# ---- design 1 ----
### The metal 2 layer, design 1

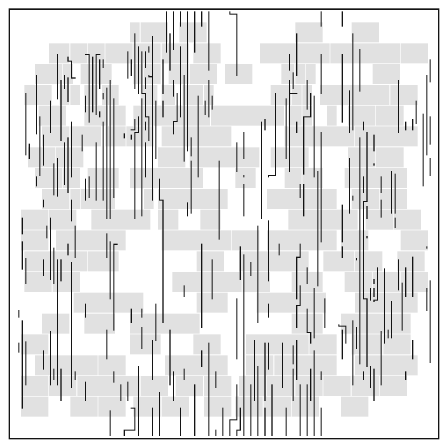

File: src/rtl/vc_arbiter_demux_pkg.sv
// vc_arbiter_demux_pkg
// Shared definitions for the VC output stage: TL state encodings, the
// default word geometry, the in-flight stage record and a helper for the
// round-robin search order.
package vc_arbiter_demux_pkg;

  localparam int NUM_VC       = 4;
  localparam int DATA_W_DEF   = 10;
  localparam int DEST_LSB_DEF = 8;

  // Transaction-layer state machine, one-hot.
  typedef enum logic [3:0] {
    ST_RESET  = 4'b0001,
    ST_INIT   = 4'b0010,
    ST_IDLE   = 4'b0100,
    ST_ACTIVE = 4'b1000
  } tl_state_e;

  // Stage-1 record: a pop happened last cycle and which VC it came from.
  typedef struct packed {
    logic       vld;
    logic [1:0] src;
  } inflight_t;

  // k-th candidate after the last grant; 2-bit add wraps modulo 4.
  function automatic logic [1:0] rr_cand(input logic [1:0] last,
                                         input logic [1:0] k);
    return last + k;
  endfunction

endpackage

File: src/rtl/vc_arbiter_demux_rr_arbiter4.sv
// rr_arbiter4
// Purely combinational 4-way round-robin arbiter. The search starts at the
// VC after 'last' and wraps; the caller owns the 'last' register.
// Ports:
//   req[3:0]     requesting VCs
//   enable       when low no grant is issued
//   last[1:0]    last granted VC
//   gnt[3:0]     one-hot grant (zero when none)
//   gnt_idx[1:0] index of the grant (0 when none)
//   gnt_valid    a grant is issued
module rr_arbiter4
  import vc_arbiter_demux_pkg::*;
(
  input  logic [3:0] req,
  input  logic       enable,
  input  logic [1:0] last,
  output logic [3:0] gnt,
  output logic [1:0] gnt_idx,
  output logic       gnt_valid
);

  logic [1:0] w_cand;

  always_comb begin
    w_cand    = '0;
    gnt_idx   = '0;
    gnt_valid = 1'b0;
    // k = 1..4; k = 4 wraps back to 'last' itself, so a lone requester
    // that was just granted is still served.
    for (int k = 1; k <= NUM_VC; k++) begin
      w_cand = rr_cand(last, k[1:0]);
      if (enable && !gnt_valid && req[w_cand]) begin
        gnt_valid = 1'b1;
        gnt_idx   = w_cand;
      end
    end
  end

  assign gnt = gnt_valid ? (4'b0001 << gnt_idx) : 4'b0000;

endmodule

File: src/rtl/vc_arbiter_demux.sv
// vc_arbiter_demux
// Output stage of the VC buffering path. Pops one word per cycle from four
// input FIFOs (round robin), waits one cycle for the FIFO read data, then
// pushes the word to the output FIFO selected by data[DEST_LSB+1:DEST_LSB].
// Ports:
//   clk, reset_L          clock, async active-low reset
//   state[3:0]            TL state (one-hot); pops only in ACTIVE
//   fifo_empty[3:0]       input FIFO empty flags
//   fifo_data0..3         input FIFO read data (valid the cycle after pop)
//   out_almost_full[3:0]  output FIFO backpressure; any bit stalls pops
//   pop[3:0]              combinational pop strobes
//   push[3:0]             registered push strobes, one-hot or zero
//   data_out              registered word to the output FIFOs
//   valid_out             registered OR of push
module vc_arbiter_demux
  import vc_arbiter_demux_pkg::*;
#(
  parameter int DATA_W   = DATA_W_DEF,
  parameter int DEST_LSB = DEST_LSB_DEF
) (
  input  logic              clk,
  input  logic              reset_L,
  input  logic [3:0]        state,
  input  logic [3:0]        fifo_empty,
  input  logic [DATA_W-1:0] fifo_data0,
  input  logic [DATA_W-1:0] fifo_data1,
  input  logic [DATA_W-1:0] fifo_data2,
  input  logic [DATA_W-1:0] fifo_data3,
  input  logic [3:0]        out_almost_full,
  output logic [3:0]        pop,
  output logic [3:0]        push,
  output logic [DATA_W-1:0] data_out,
  output logic              valid_out
);

  logic [NUM_VC-1:0][DATA_W-1:0] w_fifo_data;
  logic                          w_go;
  logic [3:0]                    w_gnt;
  logic [1:0]                    w_gnt_idx;
  logic                          w_gnt_valid;
  logic [DATA_W-1:0]             w_word;
  logic [1:0]                    w_dest;

  logic [1:0]        r_rr;
  inflight_t         r_infl;
  logic [3:0]        r_push;
  logic [DATA_W-1:0] r_data;
  logic              r_valid;

  assign w_fifo_data[0] = fifo_data0;
  assign w_fifo_data[1] = fifo_data1;
  assign w_fifo_data[2] = fifo_data2;
  assign w_fifo_data[3] = fifo_data3;

  // reset_L is in the gate so pop is forced low during an asserted reset.
  assign w_go = reset_L && (state == ST_ACTIVE) && (out_almost_full == 4'b0000);

  rr_arbiter4 u_arb (
    .req       (~fifo_empty),
    .enable    (w_go),
    .last      (r_rr),
    .gnt       (w_gnt),
    .gnt_idx   (w_gnt_idx),
    .gnt_valid (w_gnt_valid)
  );

  assign pop = w_gnt;

  // FIFO read data for the word popped last cycle.
  assign w_word = w_fifo_data[r_infl.src];
  assign w_dest = w_word[DEST_LSB+1:DEST_LSB];

  // In-flight words are not gated by state or backpressure: once popped they
  // always reach the output (output FIFOs keep headroom for them).
  always_ff @(posedge clk or negedge reset_L) begin
    if (!reset_L) begin
      r_rr    <= 2'd3;
      r_infl  <= '0;
      r_push  <= '0;
      r_data  <= '0;
      r_valid <= 1'b0;
    end else begin
      if (w_gnt_valid) r_rr <= w_gnt_idx;
      r_infl.vld <= w_gnt_valid;
      r_infl.src <= w_gnt_idx;
      if (r_infl.vld) begin
        r_data  <= w_word;
        r_push  <= 4'b0001 << w_dest;
        r_valid <= 1'b1;
      end else begin
        r_push  <= '0;
        r_valid <= 1'b0;
      end
    end
  end

  assign push      = r_push;
  assign data_out  = r_data;
  assign valid_out = r_valid;

endmodule

File: config.mk
export PLATFORM = sky130hd
export DESIGN_NAME = vc_arbiter_demux
export DESIGN_NICKNAME = d
export VERILOG_FILES = /design/src/rtl/vc_arbiter_demux_pkg.sv /design/src/rtl/vc_arbiter_demux_rr_arbiter4.sv /design/src/rtl/vc_arbiter_demux.sv
export SDC_FILE = /design/constraint.sdc
export NUM_CORES = 1
export LEC_CHECK = 0
export CORE_MARGIN = 1
export CORE_UTILIZATION = 38
export CTS_CLUSTER_DIAMETER = 80
export DETAILED_ROUTE_END_ITERATION = 10
export PLACE_DENSITY_LB_ADDON = 0.1
export SYNTH_ARGS = -nofsm -noshare
export SYNTH_HDL_FRONTEND = slang
export SYNTH_SLANG_ARGS = --single-unit
File: constraint.sdc
create_clock -name clk -period 3.93 [get_ports clk]
set_input_delay 0.786 -clock clk [delete_from_list [all_inputs] [get_ports clk]]
set_output_delay 0.786 -clock clk [all_outputs]
set_load 0.02 [all_outputs]
# ---- design 2 ----
==> src/rtl/fnd_port_display_if.sv <==
// Port bundle between the processor outPort and the FND display driver.
interface fnd_port_display_if;
    logic [7:0] inPort;
    logic [3:0] fndCom;
    logic [7:0] fndFont;
    logic       busy;

    modport master (output inPort, input fndCom, fndFont, busy);
    modport slave  (input inPort, output fndCom, fndFont, busy);
endinterface

==> src/rtl/fnd_port_display.sv <==
// Converts each new 8-bit port value to BCD (sequential double-dabble) and scans it onto a 4-digit FND.
// Define FND_ZERO_BLANK_EN to blank leading-zero digits.
module fnd_port_display #(
    parameter int unsigned REFRESH_DIV = 100000
) (
    input logic               clk,
    input logic               reset,
    fnd_port_display_if.slave port_if
);

    localparam logic [1:0] S_IDLE    = 2'd0;
    localparam logic [1:0] S_CONVERT = 2'd1;
    localparam logic [1:0] S_DONE    = 2'd2;

    localparam int unsigned    RW   = (REFRESH_DIV > 1) ? $clog2(REFRESH_DIV) : 1;
    localparam logic [RW-1:0]  RMAX = RW'(REFRESH_DIV - 1);

    logic [1:0]    state_q, state_d;
    logic [7:0]    last_q, last_d;
    logic [7:0]    bin_q, bin_d;
    logic [11:0]   bcd_q, bcd_d;
    logic [3:0]    cnt_q, cnt_d;
    logic [3:0]    hund_q, hund_d;
    logic [3:0]    tens_q, tens_d;
    logic [3:0]    ones_q, ones_d;
    logic [RW-1:0] rcnt_q, rcnt_d;
    logic [1:0]    idx_q, idx_d;
    logic [3:0]    com_q, com_d;
    logic [7:0]    font_q, font_d;
    logic          busy_q, busy_d;
    logic [11:0]   adj;
    logic          lz1, lz2, lz3;

    function automatic logic [7:0] seg(input logic [3:0] v, input logic blank);
        logic [7:0] f;
        if (blank) begin
            f = 8'hFF;
        end else begin
            case (v)
                4'd0:    f = 8'hC0;
                4'd1:    f = 8'hF9;
                4'd2:    f = 8'hA4;
                4'd3:    f = 8'hB0;
                4'd4:    f = 8'h99;
                4'd5:    f = 8'h92;
                4'd6:    f = 8'h82;
                4'd7:    f = 8'hF8;
                4'd8:    f = 8'h80;
                4'd9:    f = 8'h90;
                default: f = 8'hFF;
            endcase
        end
        return f;
    endfunction

    always_comb begin
        state_d = state_q;
        last_d  = last_q;
        bin_d   = bin_q;
        bcd_d   = bcd_q;
        cnt_d   = cnt_q;
        hund_d  = hund_q;
        tens_d  = tens_q;
        ones_d  = ones_q;
        adj     = bcd_q;
        case (state_q)
            S_IDLE: begin
                if (port_if.inPort != last_q) begin
                    last_d  = port_if.inPort;
                    bin_d   = port_if.inPort;
                    bcd_d   = '0;
                    cnt_d   = '0;
                    state_d = S_CONVERT;
                end
            end
            S_CONVERT: begin
                // Correct nibbles before the shift so the final shift needs no fix-up.
                for (int unsigned i = 0; i < 3; i++) begin
                    if (adj[4*i +: 4] >= 4'd5) adj[4*i +: 4] = adj[4*i +: 4] + 4'd3;
                end
                {bcd_d, bin_d} = {adj, bin_q} << 1;
                cnt_d = cnt_q + 4'd1;
                if (cnt_q == 4'd7) state_d = S_DONE;
            end
            S_DONE: begin
                hund_d  = bcd_q[11:8];
                tens_d  = bcd_q[7:4];
                ones_d  = bcd_q[3:0];
                state_d = S_IDLE;
            end
            default: state_d = S_IDLE;
        endcase
        // Stays high through the DONE edge so a back-to-back capture keeps it asserted.
        busy_d = (state_d != S_IDLE) || (state_q == S_DONE);
    end

    always_comb begin
        rcnt_d = rcnt_q + 1'b1;
        idx_d  = idx_q;
        if (rcnt_q == RMAX) begin
            rcnt_d = '0;
            idx_d  = idx_q + 2'd1;
        end
`ifdef FND_ZERO_BLANK_EN
        lz3 = 1'b1;
        lz2 = (hund_d == 4'd0);
        lz1 = (hund_d == 4'd0) && (tens_d == 4'd0);
`else
        lz3 = 1'b0;
        lz2 = 1'b0;
        lz1 = 1'b0;
`endif
        com_d = ~(4'b0001 << idx_d);
        case (idx_d)
            2'd0:    font_d = seg(ones_d, 1'b0);
            2'd1:    font_d = seg(tens_d, lz1);
            2'd2:    font_d = seg(hund_d, lz2);
            default: font_d = seg(4'd0, lz3);
        endcase
    end

    always_ff @(posedge clk) begin
        if (reset) begin
            state_q <= S_IDLE;
            last_q  <= '0;
            bin_q   <= '0;
            bcd_q   <= '0;
            cnt_q   <= '0;
            hund_q  <= '0;
            tens_q  <= '0;
            ones_q  <= '0;
            rcnt_q  <= '0;
            idx_q   <= '0;
            com_q   <= 4'b1110;
            font_q  <= 8'hC0;
            busy_q  <= 1'b0;
        end else begin
            state_q <= state_d;
            last_q  <= last_d;
            bin_q   <= bin_d;
            bcd_q   <= bcd_d;
            cnt_q   <= cnt_d;
            hund_q  <= hund_d;
            tens_q  <= tens_d;
            ones_q  <= ones_d;
            rcnt_q  <= rcnt_d;
            idx_q   <= idx_d;
            com_q   <= com_d;
            font_q  <= font_d;
            busy_q  <= busy_d;
        end
    end

    assign port_if.fndCom  = com_q;
    assign port_if.fndFont = font_q;
    assign port_if.busy    = busy_q;

endmodule
==> src/flat_wrapper.sv <==
// flat-port wrapper written by rule: the top's interface ports become plain ports
module fnd_port_display_flat 
#(
    parameter int unsigned REFRESH_DIV = 100000
)
  (clk, reset, port_if_inPort, port_if_fndCom, port_if_fndFont, port_if_busy);
  fnd_port_display_if port_if_i ();
  input logic clk;
  input logic reset;
  input wire logic [$bits(port_if_i.inPort)-1:0] port_if_inPort;
  output wire logic [$bits(port_if_i.fndCom)-1:0] port_if_fndCom;
  output wire logic [$bits(port_if_i.fndFont)-1:0] port_if_fndFont;
  output wire logic [$bits(port_if_i.busy)-1:0] port_if_busy;
  assign port_if_i.inPort = port_if_inPort;
  assign port_if_fndCom = port_if_i.fndCom;
  assign port_if_fndFont = port_if_i.fndFont;
  assign port_if_busy = port_if_i.busy;
  fnd_port_display #(.REFRESH_DIV(REFRESH_DIV)) u_core (.clk(clk), .reset(reset), .port_if(port_if_i));
endmodule
==> config.mk <==
export PLATFORM = sky130hd
export DESIGN_NAME = fnd_port_display_flat
export DESIGN_NICKNAME = d
export VERILOG_FILES = /design/src/rtl/fnd_port_display_if.sv /design/src/rtl/fnd_port_display.sv /design/src/flat_wrapper.sv
export SDC_FILE = /design/constraint.sdc
export NUM_CORES = 1
export LEC_CHECK = 0
export CAP_MARGIN = 10
export CORE_MARGIN = 4
export CORE_UTILIZATION = 54
export DETAILED_ROUTE_END_ITERATION = 10
export GPL_ROUTABILITY_DRIVEN = 0
export PLACE_DENSITY = 0.74
export SETUP_SLACK_MARGIN = 0.2
export SLEW_MARGIN = 20
export SYNTH_ARGS = -nofsm -noshare
export SYNTH_HDL_FRONTEND = slang
export SYNTH_SLANG_ARGS = --single-unit
==> constraint.sdc <==
create_clock -name clk -period 2.67 [get_ports clk]
set_input_delay 0.4005 -clock clk [delete_from_list [all_inputs] [get_ports clk]]
set_output_delay 0.4005 -clock clk [all_outputs]
set_load 0.03 [all_outputs]
# ---- design 3 ----
**config.mk**
```make
export PLATFORM = sky130hd
export DESIGN_NAME = mandel_job_scheduler
export DESIGN_NICKNAME = d
export VERILOG_FILES = /design/src/rtl/mandel_job_scheduler_pkg.sv /design/src/rtl/mandel_job_scheduler_rr_arbiter.sv /design/src/rtl/mandel_job_scheduler.sv
export SDC_FILE = /design/constraint.sdc
export NUM_CORES = 1
export LEC_CHECK = 0
export CAP_MARGIN = 20
export CORE_MARGIN = 2
export CORE_UTILIZATION = 30
export DETAILED_ROUTE_END_ITERATION = 6
export GPL_ROUTABILITY_DRIVEN = 0
export PLACE_DENSITY_LB_ADDON = 0.1
export SLEW_MARGIN = 20
export SYNTH_ARGS = -nofsm -noshare
export SYNTH_HDL_FRONTEND = slang
export SYNTH_SLANG_ARGS = --single-unit
```
**constraint.sdc**
```tcl
create_clock -name iCLK -period 4.1 [get_ports iCLK]
set_clock_uncertainty 0.1 [all_clocks]
set_input_delay 0.615 -clock iCLK [delete_from_list [all_inputs] [get_ports iCLK]]
set_output_delay 0.615 -clock iCLK [all_outputs]
set_load 0.01 [all_outputs]
```
**src/rtl/mandel_job_scheduler_pkg.sv**
```systemverilog
// Shared widths, scheduler state encoding and framebuffer address packing
// for the Mandelbrot job scheduler.
package mandel_job_scheduler_pkg;

    localparam int ADDR_W = 20;
    localparam int AXIS_W = 10;
    localparam int DATA_W = 16;

    typedef enum logic [1:0] {
        ST_IDLE     = 2'd0,
        ST_DISPATCH = 2'd1,
        ST_DRAIN    = 2'd2,
        ST_DONE     = 2'd3
    } sched_state_t;

    // Framebuffer address is column-major packed: {col, row}
    function automatic logic [ADDR_W-1:0] pack_addr(input logic [AXIS_W-1:0] col,
                                                    input logic [AXIS_W-1:0] row);
        return {col, row};
    endfunction

endpackage

```
**src/rtl/mandel_job_scheduler_rr_arbiter.sv**
```systemverilog
// Round-robin arbiter: one-hot grant among requesters, search starts one
// past the most recent grant; pointer only moves when a grant is issued.
module mandel_job_scheduler_rr_arbiter
    import mandel_job_scheduler_pkg::*;
#(
    parameter int N = 8
) (
    input  logic         iCLK,
    input  logic         iRST,
    input  logic [N-1:0] req,
    input  logic         en,
    output logic [N-1:0] gnt
);

    localparam int PTR_W = (N > 1) ? $clog2(N) : 1;

    logic [PTR_W-1:0] ptr_reg;
    logic [PTR_W-1:0] ptr_next;
    logic             found;

    // Two passes: lanes above the pointer first, then wrap around to the rest
    always_comb begin
        gnt      = '0;
        ptr_next = ptr_reg;
        found    = 1'b0;
        for (int i = 0; i < N; i++) begin
            if (!found && en && req[i] && (i > int'(ptr_reg))) begin
                found    = 1'b1;
                gnt[i]   = 1'b1;
                ptr_next = PTR_W'(i);
            end
        end
        for (int i = 0; i < N; i++) begin
            if (!found && en && req[i] && (i <= int'(ptr_reg))) begin
                found    = 1'b1;
                gnt[i]   = 1'b1;
                ptr_next = PTR_W'(i);
            end
        end
    end

    always_ff @(posedge iCLK) begin
        if (iRST) begin
            ptr_reg <= PTR_W'(N - 1);
        end else begin
            ptr_reg <= ptr_next;
        end
    end

endmodule

```
**src/rtl/mandel_job_scheduler.sv**
```systemverilog
// Frame sequencer: scans pixels column-major, hands one job per cycle to the
// lowest free lane, collects lane results round-robin into a one-deep write register.
module mandel_job_scheduler
    import mandel_job_scheduler_pkg::*;
#(
    parameter int LANES   = 8,
    parameter int COLS    = 640,
    parameter int ROWS    = 480,
    parameter int COORD_W = 32,
    parameter int ITER_W  = 8
) (
    input  logic                    iCLK,
    input  logic                    iRST,
    input  logic                    iStart,
    input  logic [COORD_W-1:0]      iRe0,
    input  logic [COORD_W-1:0]      iIm0,
    input  logic [COORD_W-1:0]      iStep,
    output logic                    oBusy,
    output logic                    oFrameDone,
    output logic [LANES-1:0]        oJob_sel,
    output logic [COORD_W-1:0]      oJob_re,
    output logic [COORD_W-1:0]      oJob_im,
    input  logic [LANES-1:0]        iRes_valid,
    input  logic [LANES*ITER_W-1:0] iRes_iter,
    output logic [LANES-1:0]        oRes_ack,
    output logic                    oWr_en,
    output logic [ADDR_W-1:0]       oWr_addr,
    output logic [DATA_W-1:0]       oWr_data,
    input  logic                    iWr_ready
);

    localparam logic [AXIS_W-1:0] COL_LAST = AXIS_W'(COLS - 1);
    localparam logic [AXIS_W-1:0] ROW_LAST = AXIS_W'(ROWS - 1);

    sched_state_t        state_reg;
    logic [AXIS_W-1:0]   col_reg;
    logic [AXIS_W-1:0]   row_reg;
    logic [COORD_W-1:0]  cur_re_reg;
    logic [COORD_W-1:0]  cur_im_reg;
    logic [COORD_W-1:0]  im0_reg;
    logic [COORD_W-1:0]  step_reg;
    logic [LANES-1:0]    lane_busy_reg;
    logic                wr_en_reg;
    logic [ADDR_W-1:0]   wr_addr_reg;
    logic [DATA_W-1:0]   wr_data_reg;

    logic [LANES-1:0]    free_lanes;
    logic [LANES-1:0]    job_sel;
    logic [LANES-1:0]    res_ack;
    logic                arb_en;
    logic                ack_any;
    logic                last_pixel;
    logic [ADDR_W-1:0]   ack_addr;
    logic [ITER_W-1:0]   ack_iter;

    logic [LANES-1:0][ADDR_W-1:0] tag_masked;
    logic [LANES-1:0][ITER_W-1:0] iter_masked;

    // Isolate the lowest free lane with the two's-complement trick
    assign free_lanes = ~lane_busy_reg;
    assign job_sel    = (state_reg == ST_DISPATCH) ? (free_lanes & (~free_lanes + LANES'(1))) : '0;
    assign last_pixel = (col_reg == COL_LAST) && (row_reg == ROW_LAST);

    // Results are only taken when the write register is empty or emptying now
    assign arb_en  = !wr_en_reg || iWr_ready;
    assign ack_any = |res_ack;

    mandel_job_scheduler_rr_arbiter #(
        .N (LANES)
    ) u_arb (
        .iCLK (iCLK),
        .iRST (iRST),
        .req  (iRes_valid & lane_busy_reg),
        .en   (arb_en),
        .gnt  (res_ack)
    );

    genvar gi;
    generate
        for (gi = 0; gi < LANES; gi++) begin : g_lane
            logic [ADDR_W-1:0] tag_reg;

            always_ff @(posedge iCLK) begin
                if (iRST) begin
                    tag_reg <= '0;
                end else if (job_sel[gi]) begin
                    tag_reg <= pack_addr(col_reg, row_reg);
                end
            end

            assign tag_masked[gi]  = res_ack[gi] ? tag_reg : '0;
            assign iter_masked[gi] = res_ack[gi] ? iRes_iter[gi*ITER_W +: ITER_W] : '0;
        end
    endgenerate

    always_comb begin
        ack_addr = '0;
        ack_iter = '0;
        for (int i = 0; i < LANES; i++) begin
            ack_addr = ack_addr | tag_masked[i];
            ack_iter = ack_iter | iter_masked[i];
        end
    end

    always_ff @(posedge iCLK) begin
        if (iRST) begin
            state_reg     <= ST_IDLE;
            col_reg       <= '0;
            row_reg       <= '0;
            cur_re_reg    <= '0;
            cur_im_reg    <= '0;
            im0_reg       <= '0;
            step_reg      <= '0;
            lane_busy_reg <= '0;
            wr_en_reg     <= 1'b0;
            wr_addr_reg   <= '0;
            wr_data_reg   <= '0;
        end else begin
            lane_busy_reg <= (lane_busy_reg & ~res_ack) | job_sel;

            if (ack_any) begin
                wr_en_reg   <= 1'b1;
                wr_addr_reg <= ack_addr;
                wr_data_reg <= DATA_W'(ack_iter);
            end else if (iWr_ready) begin
                wr_en_reg   <= 1'b0;
            end

            case (state_reg)
                ST_IDLE: begin
                    if (iStart) begin
                        state_reg  <= ST_DISPATCH;
                        cur_re_reg <= iRe0;
                        cur_im_reg <= iIm0;
                        im0_reg    <= iIm0;
                        step_reg   <= iStep;
                        col_reg    <= '0;
                        row_reg    <= '0;
                    end
                end
                ST_DISPATCH: begin
                    if (|job_sel) begin
                        if (last_pixel) begin
                            state_reg <= ST_DRAIN;
                        end else if (row_reg == ROW_LAST) begin
                            row_reg    <= '0;
                            cur_im_reg <= im0_reg;
                            col_reg    <= col_reg + AXIS_W'(1);
                            cur_re_reg <= cur_re_reg + step_reg;
                        end else begin
                            row_reg    <= row_reg + AXIS_W'(1);
                            cur_im_reg <= cur_im_reg + step_reg;
                        end
                    end
                end
                ST_DRAIN: begin
                    if ((lane_busy_reg == '0) && !wr_en_reg) begin
                        state_reg <= ST_DONE;
                    end
                end
                ST_DONE: begin
                    state_reg <= ST_IDLE;
                end
                default: begin
                    state_reg <= ST_IDLE;
                end
            endcase
        end
    end

    assign oBusy      = (state_reg != ST_IDLE);
    assign oFrameDone = (state_reg == ST_DONE);
    assign oJob_sel   = job_sel;
    assign oJob_re    = cur_re_reg;
    assign oJob_im    = cur_im_reg;
    assign oRes_ack   = res_ack;
    assign oWr_en     = wr_en_reg;
    assign oWr_addr   = wr_addr_reg;
    assign oWr_data   = wr_data_reg;

endmodule

```

==> notes/layouts.md <==
Pictures saved along the way, in no particular order.

Routing congestion map.
shot_01.png
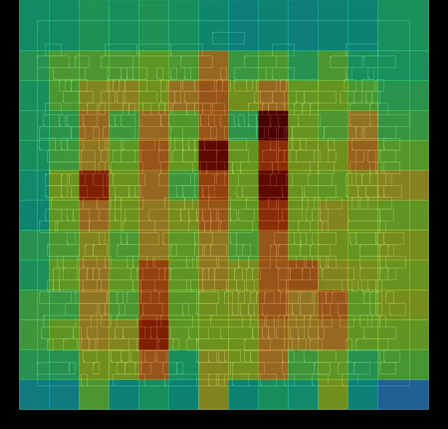
shot_02.png
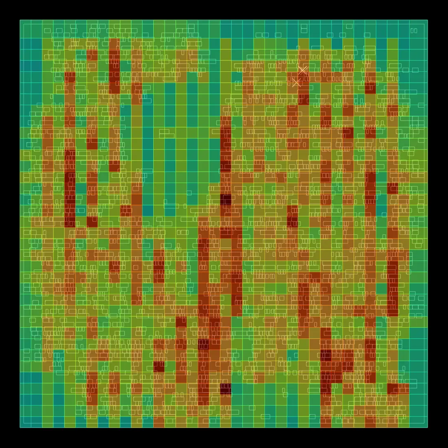
shot_03.png
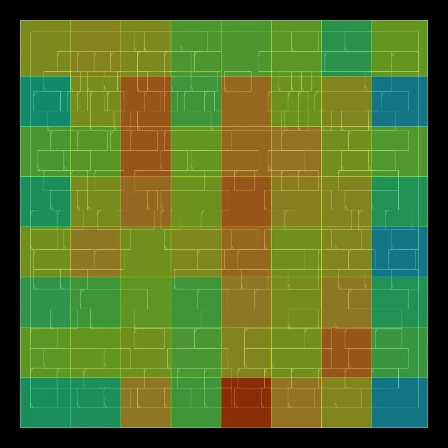
- lowest utilization: shot_02.png
- most wire per cell: shot_02.png
- design 1 = shot_03.png
- design 3 = shot_02.png
- design 2 = shot_01.png

### Where the registers sit, design 2

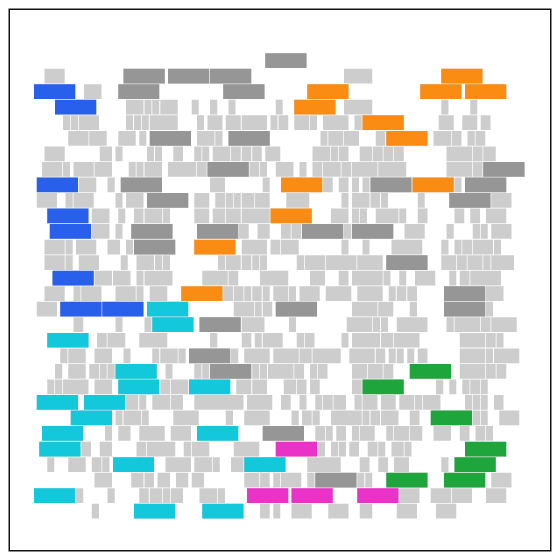
Magenta is `u_core.port_if.fndCom`, flops 4, where bottom middle. Blue is `u_core.last_q`, flops 8. Orange is `u_core.bcd_q`, flops 12. Green is `u_core.port_if.fndFont`, flops 7, where bottom right. Cyan is `u_core.rcnt_q`, flops 17, where bottom left.

==> flow_summary_export.csv, design 2 <==
group,metric,value,unit
status,status,"complete, no violations",
floorplan,die_height,94.5,um
finish,layout_top_cells,"nor2_1 (87), dfxtp_1 (77), nand2_1 (53), a21oi_1 (36), ha_1 (26)",
finish,fin_area,4530,sq um
logic_synthesis,adder_share,0.0804,
worst_setup_path,r2r-end,"u_core.port_if.fndFont[4]",
global_route,grt.total_usage,0.193,
finish,register_area,1540,sq um
detailed_routing,dr_wl_met2,3920,um
sta,fin_hold_ws,0.479,ns
finish,n_fill_cell,649,
logic_synthesis,syn_inst,485,
sta,rsz0062_at_grt,"true",
detailed_routing,drc,0,
floorplan,dieArea,8940,sq um
finish,final_common_cell,"nor2_1",
logic_synthesis,synth_flops,77,
logic_synthesis,mux_area_frac,0.0656,
worst_hold_path,worst_hold_path.endpoint,"u_core.bin_q[7]",
logic_synthesis,syn_area,4040,sq um
clock_tree,post_cts_buffers,0,
logic_synthesis,area_leaders,"dfxtp_1 (38%), nor2_1 (8.2%), ha_1 (8.0%), nand2_1 (4.9%), a21oi_1 (4.7%)",
worst_hold_path,hp-class,"register to register",
finish,sh_seq_area,0.340,
finish,largest_class,"multi-input combinational cells",
pwr,power,2.12,mW
worst_setup_path,critPathMaxFanout,8,
worst_setup_path,end_kind,"register",
detailed_routing,final_antenna_net_count,0,
logic_synthesis,top_cells_by_count,"nor2_1 (88), dfxtp_1 (77), nand2_1 (53)",
placement,place_area,4340,sq um
sta,fin_crit,2.38,ns
pwr,powerDensity,467,nW/um^2
worst_setup_path,reg2regPathDepth,7,
finish,diodes,0,
detailed_routing,first_pass_iters,4,
logic_synthesis,ys_sh_xor,0.0603,
pwr,ir_drop,0.327,mV
worst_setup_path,crit_path_max_incr_delay,0.42,ns
detailed_routing,wl_per_cell,13.4,um
logic_synthesis,ys_cells,485,
floorplan,die_w,94.5,um
global_route,grt_pass1_vias,3089,
detailed_routing,top_layer,"met4",
worst_setup_path,worst_setup_path_start_kind,"register",
clock_tree,cts_tree,"done",
detailed_routing,via_count,3283,
sta,drv_slew,0,
logic_synthesis,synth.logic.top_family,"simple AND/OR/NAND/NOR gates",
pwr,p_int,1.61,mW
global_route,grt.busiest_layer,"met2",
finish,comb_cells,367,
sta,fin_crit_sh,0.890,
clock_tree,cts_max_level,3,
-- design 2: sequential cells by signal, indices dropped and copies added (netlist names), 2 cells and up --
name	cells
u_core.bcd_q	12
u_core.bin_q	8
u_core.cnt_q	4
u_core.hund_q	4
u_core.idx_q	2
u_core.last_q	8
u_core.ones_q	4
u_core.port_if.fndCom	4
u_core.port_if.fndFont	7
u_core.rcnt_q	17
u_core.state_q	2
u_core.tens_q	4
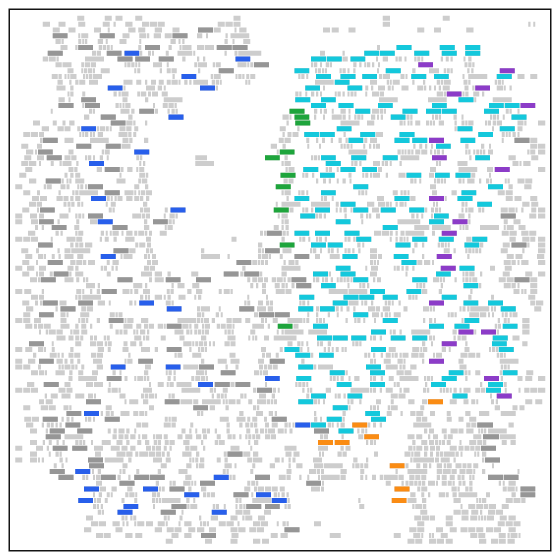
*Where the registers sit, design 3*
Cyan is `g_lane.tag_reg`, flops 160. Green is `col_reg`, flops 10. Blue is `im0_reg`, flops 32. Purple is `oWr_addr`, flops 20. Orange is `lane_busy_reg`, flops 8.
fin util: 0.387
Sequential Power: 4.27 mW
Seq/total area: 0.294
Flop area: 7010 sq um

==> flow_summary_export.csv, design 3 <==
group,metric,value,unit
worst_setup_path,arrival,3.23,ns
clock_tree,clk_pin_slew,0.06,ns
worst_setup_path,crit_end,"oRes_ack[4]",
sta,max_slew.worst_pin.slew,0.925,ns
sta,drv_slew,0,
logic_synthesis,syn_area,18600,sq um
sta,setup_tns,0,ns
sta,hold_viol_final,0,
worst_setup_path,r2r_slack,0.52,ns
logic_synthesis,synth.logic.top_family,"AND-OR/OR-AND gates",
placement,place_area,22300,sq um
worst_setup_path,crit_path_max_incr_delay,0.54,ns
worst_setup_path,worst_path_max_delay_cell,"clkdlybuf4s50_1",
finish,area_growth,28.2,%
logic_synthesis,adder_share,0.0480,
finish,sh_comb_area,0.450,
status,status,"finished with violations",
logic_synthesis,synth_flops,350,
detailed_routing,drc,6,
finish,final-clk-cell-share,0.0615,
logic_synthesis,postSynthSeqShare,0.377,
logic_synthesis,mux_area_frac,0.0115,
worst_setup_path,crit_required,3.38,ns
worst_setup_path,end_kind,"output port",
finish,comb_cells,1877,
finish,fin_area,23800,sq um
worst_setup_path,critPathMaxFanout,9,
detailed_routing,detailedRoute.firstIterationViolations,1574,
finish,drive_above_1_share,0.0750,
status,violations,"design-rule violations",
worst_hold_path,worst_hold_path.endpoint,"g_lane[7].tag_reg[8]",
worst_setup_path,cp.depth,10,
clock_tree,cts_made_buffers,44,
-- design 3: power by group through the flow --
stage	logic [mW]	clock network [mW]	registers, mW
2_1_floorplan	3.18	0	4.28
3_3_place_gp	5.18	0	4.34
3_5_place_dp	5.24	0	4.34
4_1_cts	5.28	4.06	4.28
5_1_grt	5.79	4.18	4.32
6_report	5.25	3.94	4.27
-- design 3: metrics by stage --
step	utilization	power [mW]	hold WS, ns
after floorplan	-	7.45	0.332
after global placement	0.363	9.52	0.338
after detailed placement	0.363	9.58	0.344
after CTS	0.387	13.6	0.352
after global routing	0.387	14.3	0.366
final	0.387	13.5	0.351
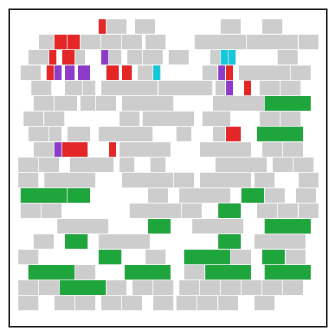
*Selected gate families, design 1*
Red is nor cells, cells 13. Cyan is inv cells, cells 3. Green is mux cells, cells 18. Purple is nand cells, cells 7.

About 'The metal 2 layer' of design 1:
The longest straight run is 29.6 um. The layer carries 1290 um of wire. The layer holds 50% of the routed length. 192 nets have wire on it. The wires run mostly vertical.

==> flow_summary_export.csv, design 1 <==
group,metric,value,unit
status,status,"complete, no violations",
pwr,p_seq_frac,0.500,
worst_setup_path,crit_type,"input port to output port",
worst_hold_path,worst_hold_path.endpoint,"r_rr[0]",
global_route,grt_overflow,0,
detailed_routing,via_count,978,
logic_synthesis,ys_sh_xor,0,
worst_setup_path,critPathMaxFanout,4,
pwr,p_clk,0.115,mW
worst_setup_path,crit_required,3.14,ns
finish,fin_util,0.691,
finish,largest_reg_flops,10,
clock_tree,cts_buffer_depth,2,
worst_setup_path,r2r_slack,2.24,ns
pwr,clkPwrFrac,0.266,
logic_synthesis,synth_flops,20,
pwr,power,0.433,mW
worst_setup_path,critical_path.startpoint,"out_almost_full[1]",
logic_synthesis,synthArstFlopShare,1.00,
global_route,antenna_found_initial,0,
sta,fin_crit,3.87,ns
clock_tree,insertion_delay,0.29,ns
clock_tree,clk_pin_slew,0.10,ns
logic_synthesis,synth-simple-area-share,0.150,
logic_synthesis,synth_cell_type_count,28,
logic_synthesis,syn_area,1110,sq um
floorplan,die_w,56.0,um
placement,place_area,1870,sq um
worst_setup_path,crit_chain,"clkdlybuf4s50_1, or4_4, or3_4, a31oi_4, and2_1, clkdlybuf4s50_1",
logic_synthesis,synth.logic.top_family,"multiplexers",
sta,max_slew.worst_pin.slew,0.604,ns
global_route,grt_max_degree,21,
logic_synthesis,top_area_cell,"dfrtp_1",
worst_hold_path,hp-class,"register to register",
sta,rsz0062_at_grt,"false",
flow_run,warnings,26,
sta,fin_hold_ws,0.510,ns
detailed_routing,wl_per_cell,13.9,um
logic_synthesis,edf_count,0,
pwr,powerSeq,0.217,mW
logic_synthesis,ys.flop_type,"dfrtp_1",
global_route,grt.total_usage,0.194,
floorplan,core,2760,sq um
pwr,p_comb_frac,0.234,
logic_synthesis,postSynthSeqShare,0.454,
## design 1: metal layers
layer | track usage | part of all wire | up-vias
li1 | - | - | 461
met1 | 0.236 | 0.40 | 466
met2 | 0.325 | 0.50 | 47
met3 | 0.0628 | 0.084 | 4
met4 | 0.0627 | 0.014 | 0
met5 | 0 | 0 | -
## design 1: final cells by class
type                       count  area, sq um  area share
tap                           31         38.8      0.0204
sequential                    20          503       0.264
inverter                       3         11.3     0.00591
clock buffer                   4         36.3      0.0190
multi-input combinational     55          581       0.305
timing repair buffer          74          736       0.386


==> layout pictures side by side <==
Signal wires on met3.
(a)
Bar = 20 um.
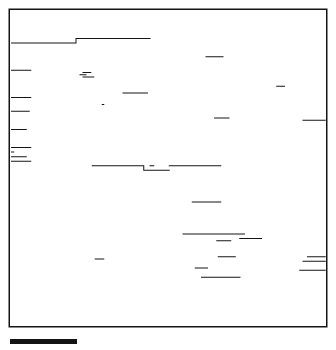
(b)
Bar = 100 um.
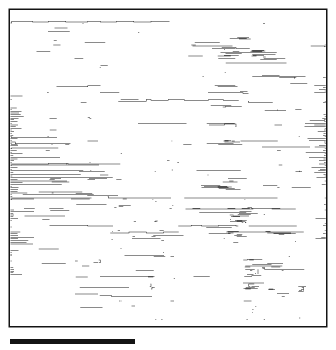
(c)
Bar = 20 um.
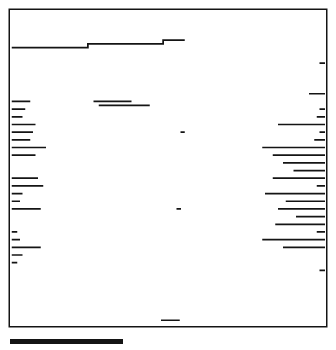
- design 1 = (c)
- design 3 = (b)
- design 2 = (a)
- largest die: (b)
- smallest die: (c)

Power and IR drop assume default switching activity.
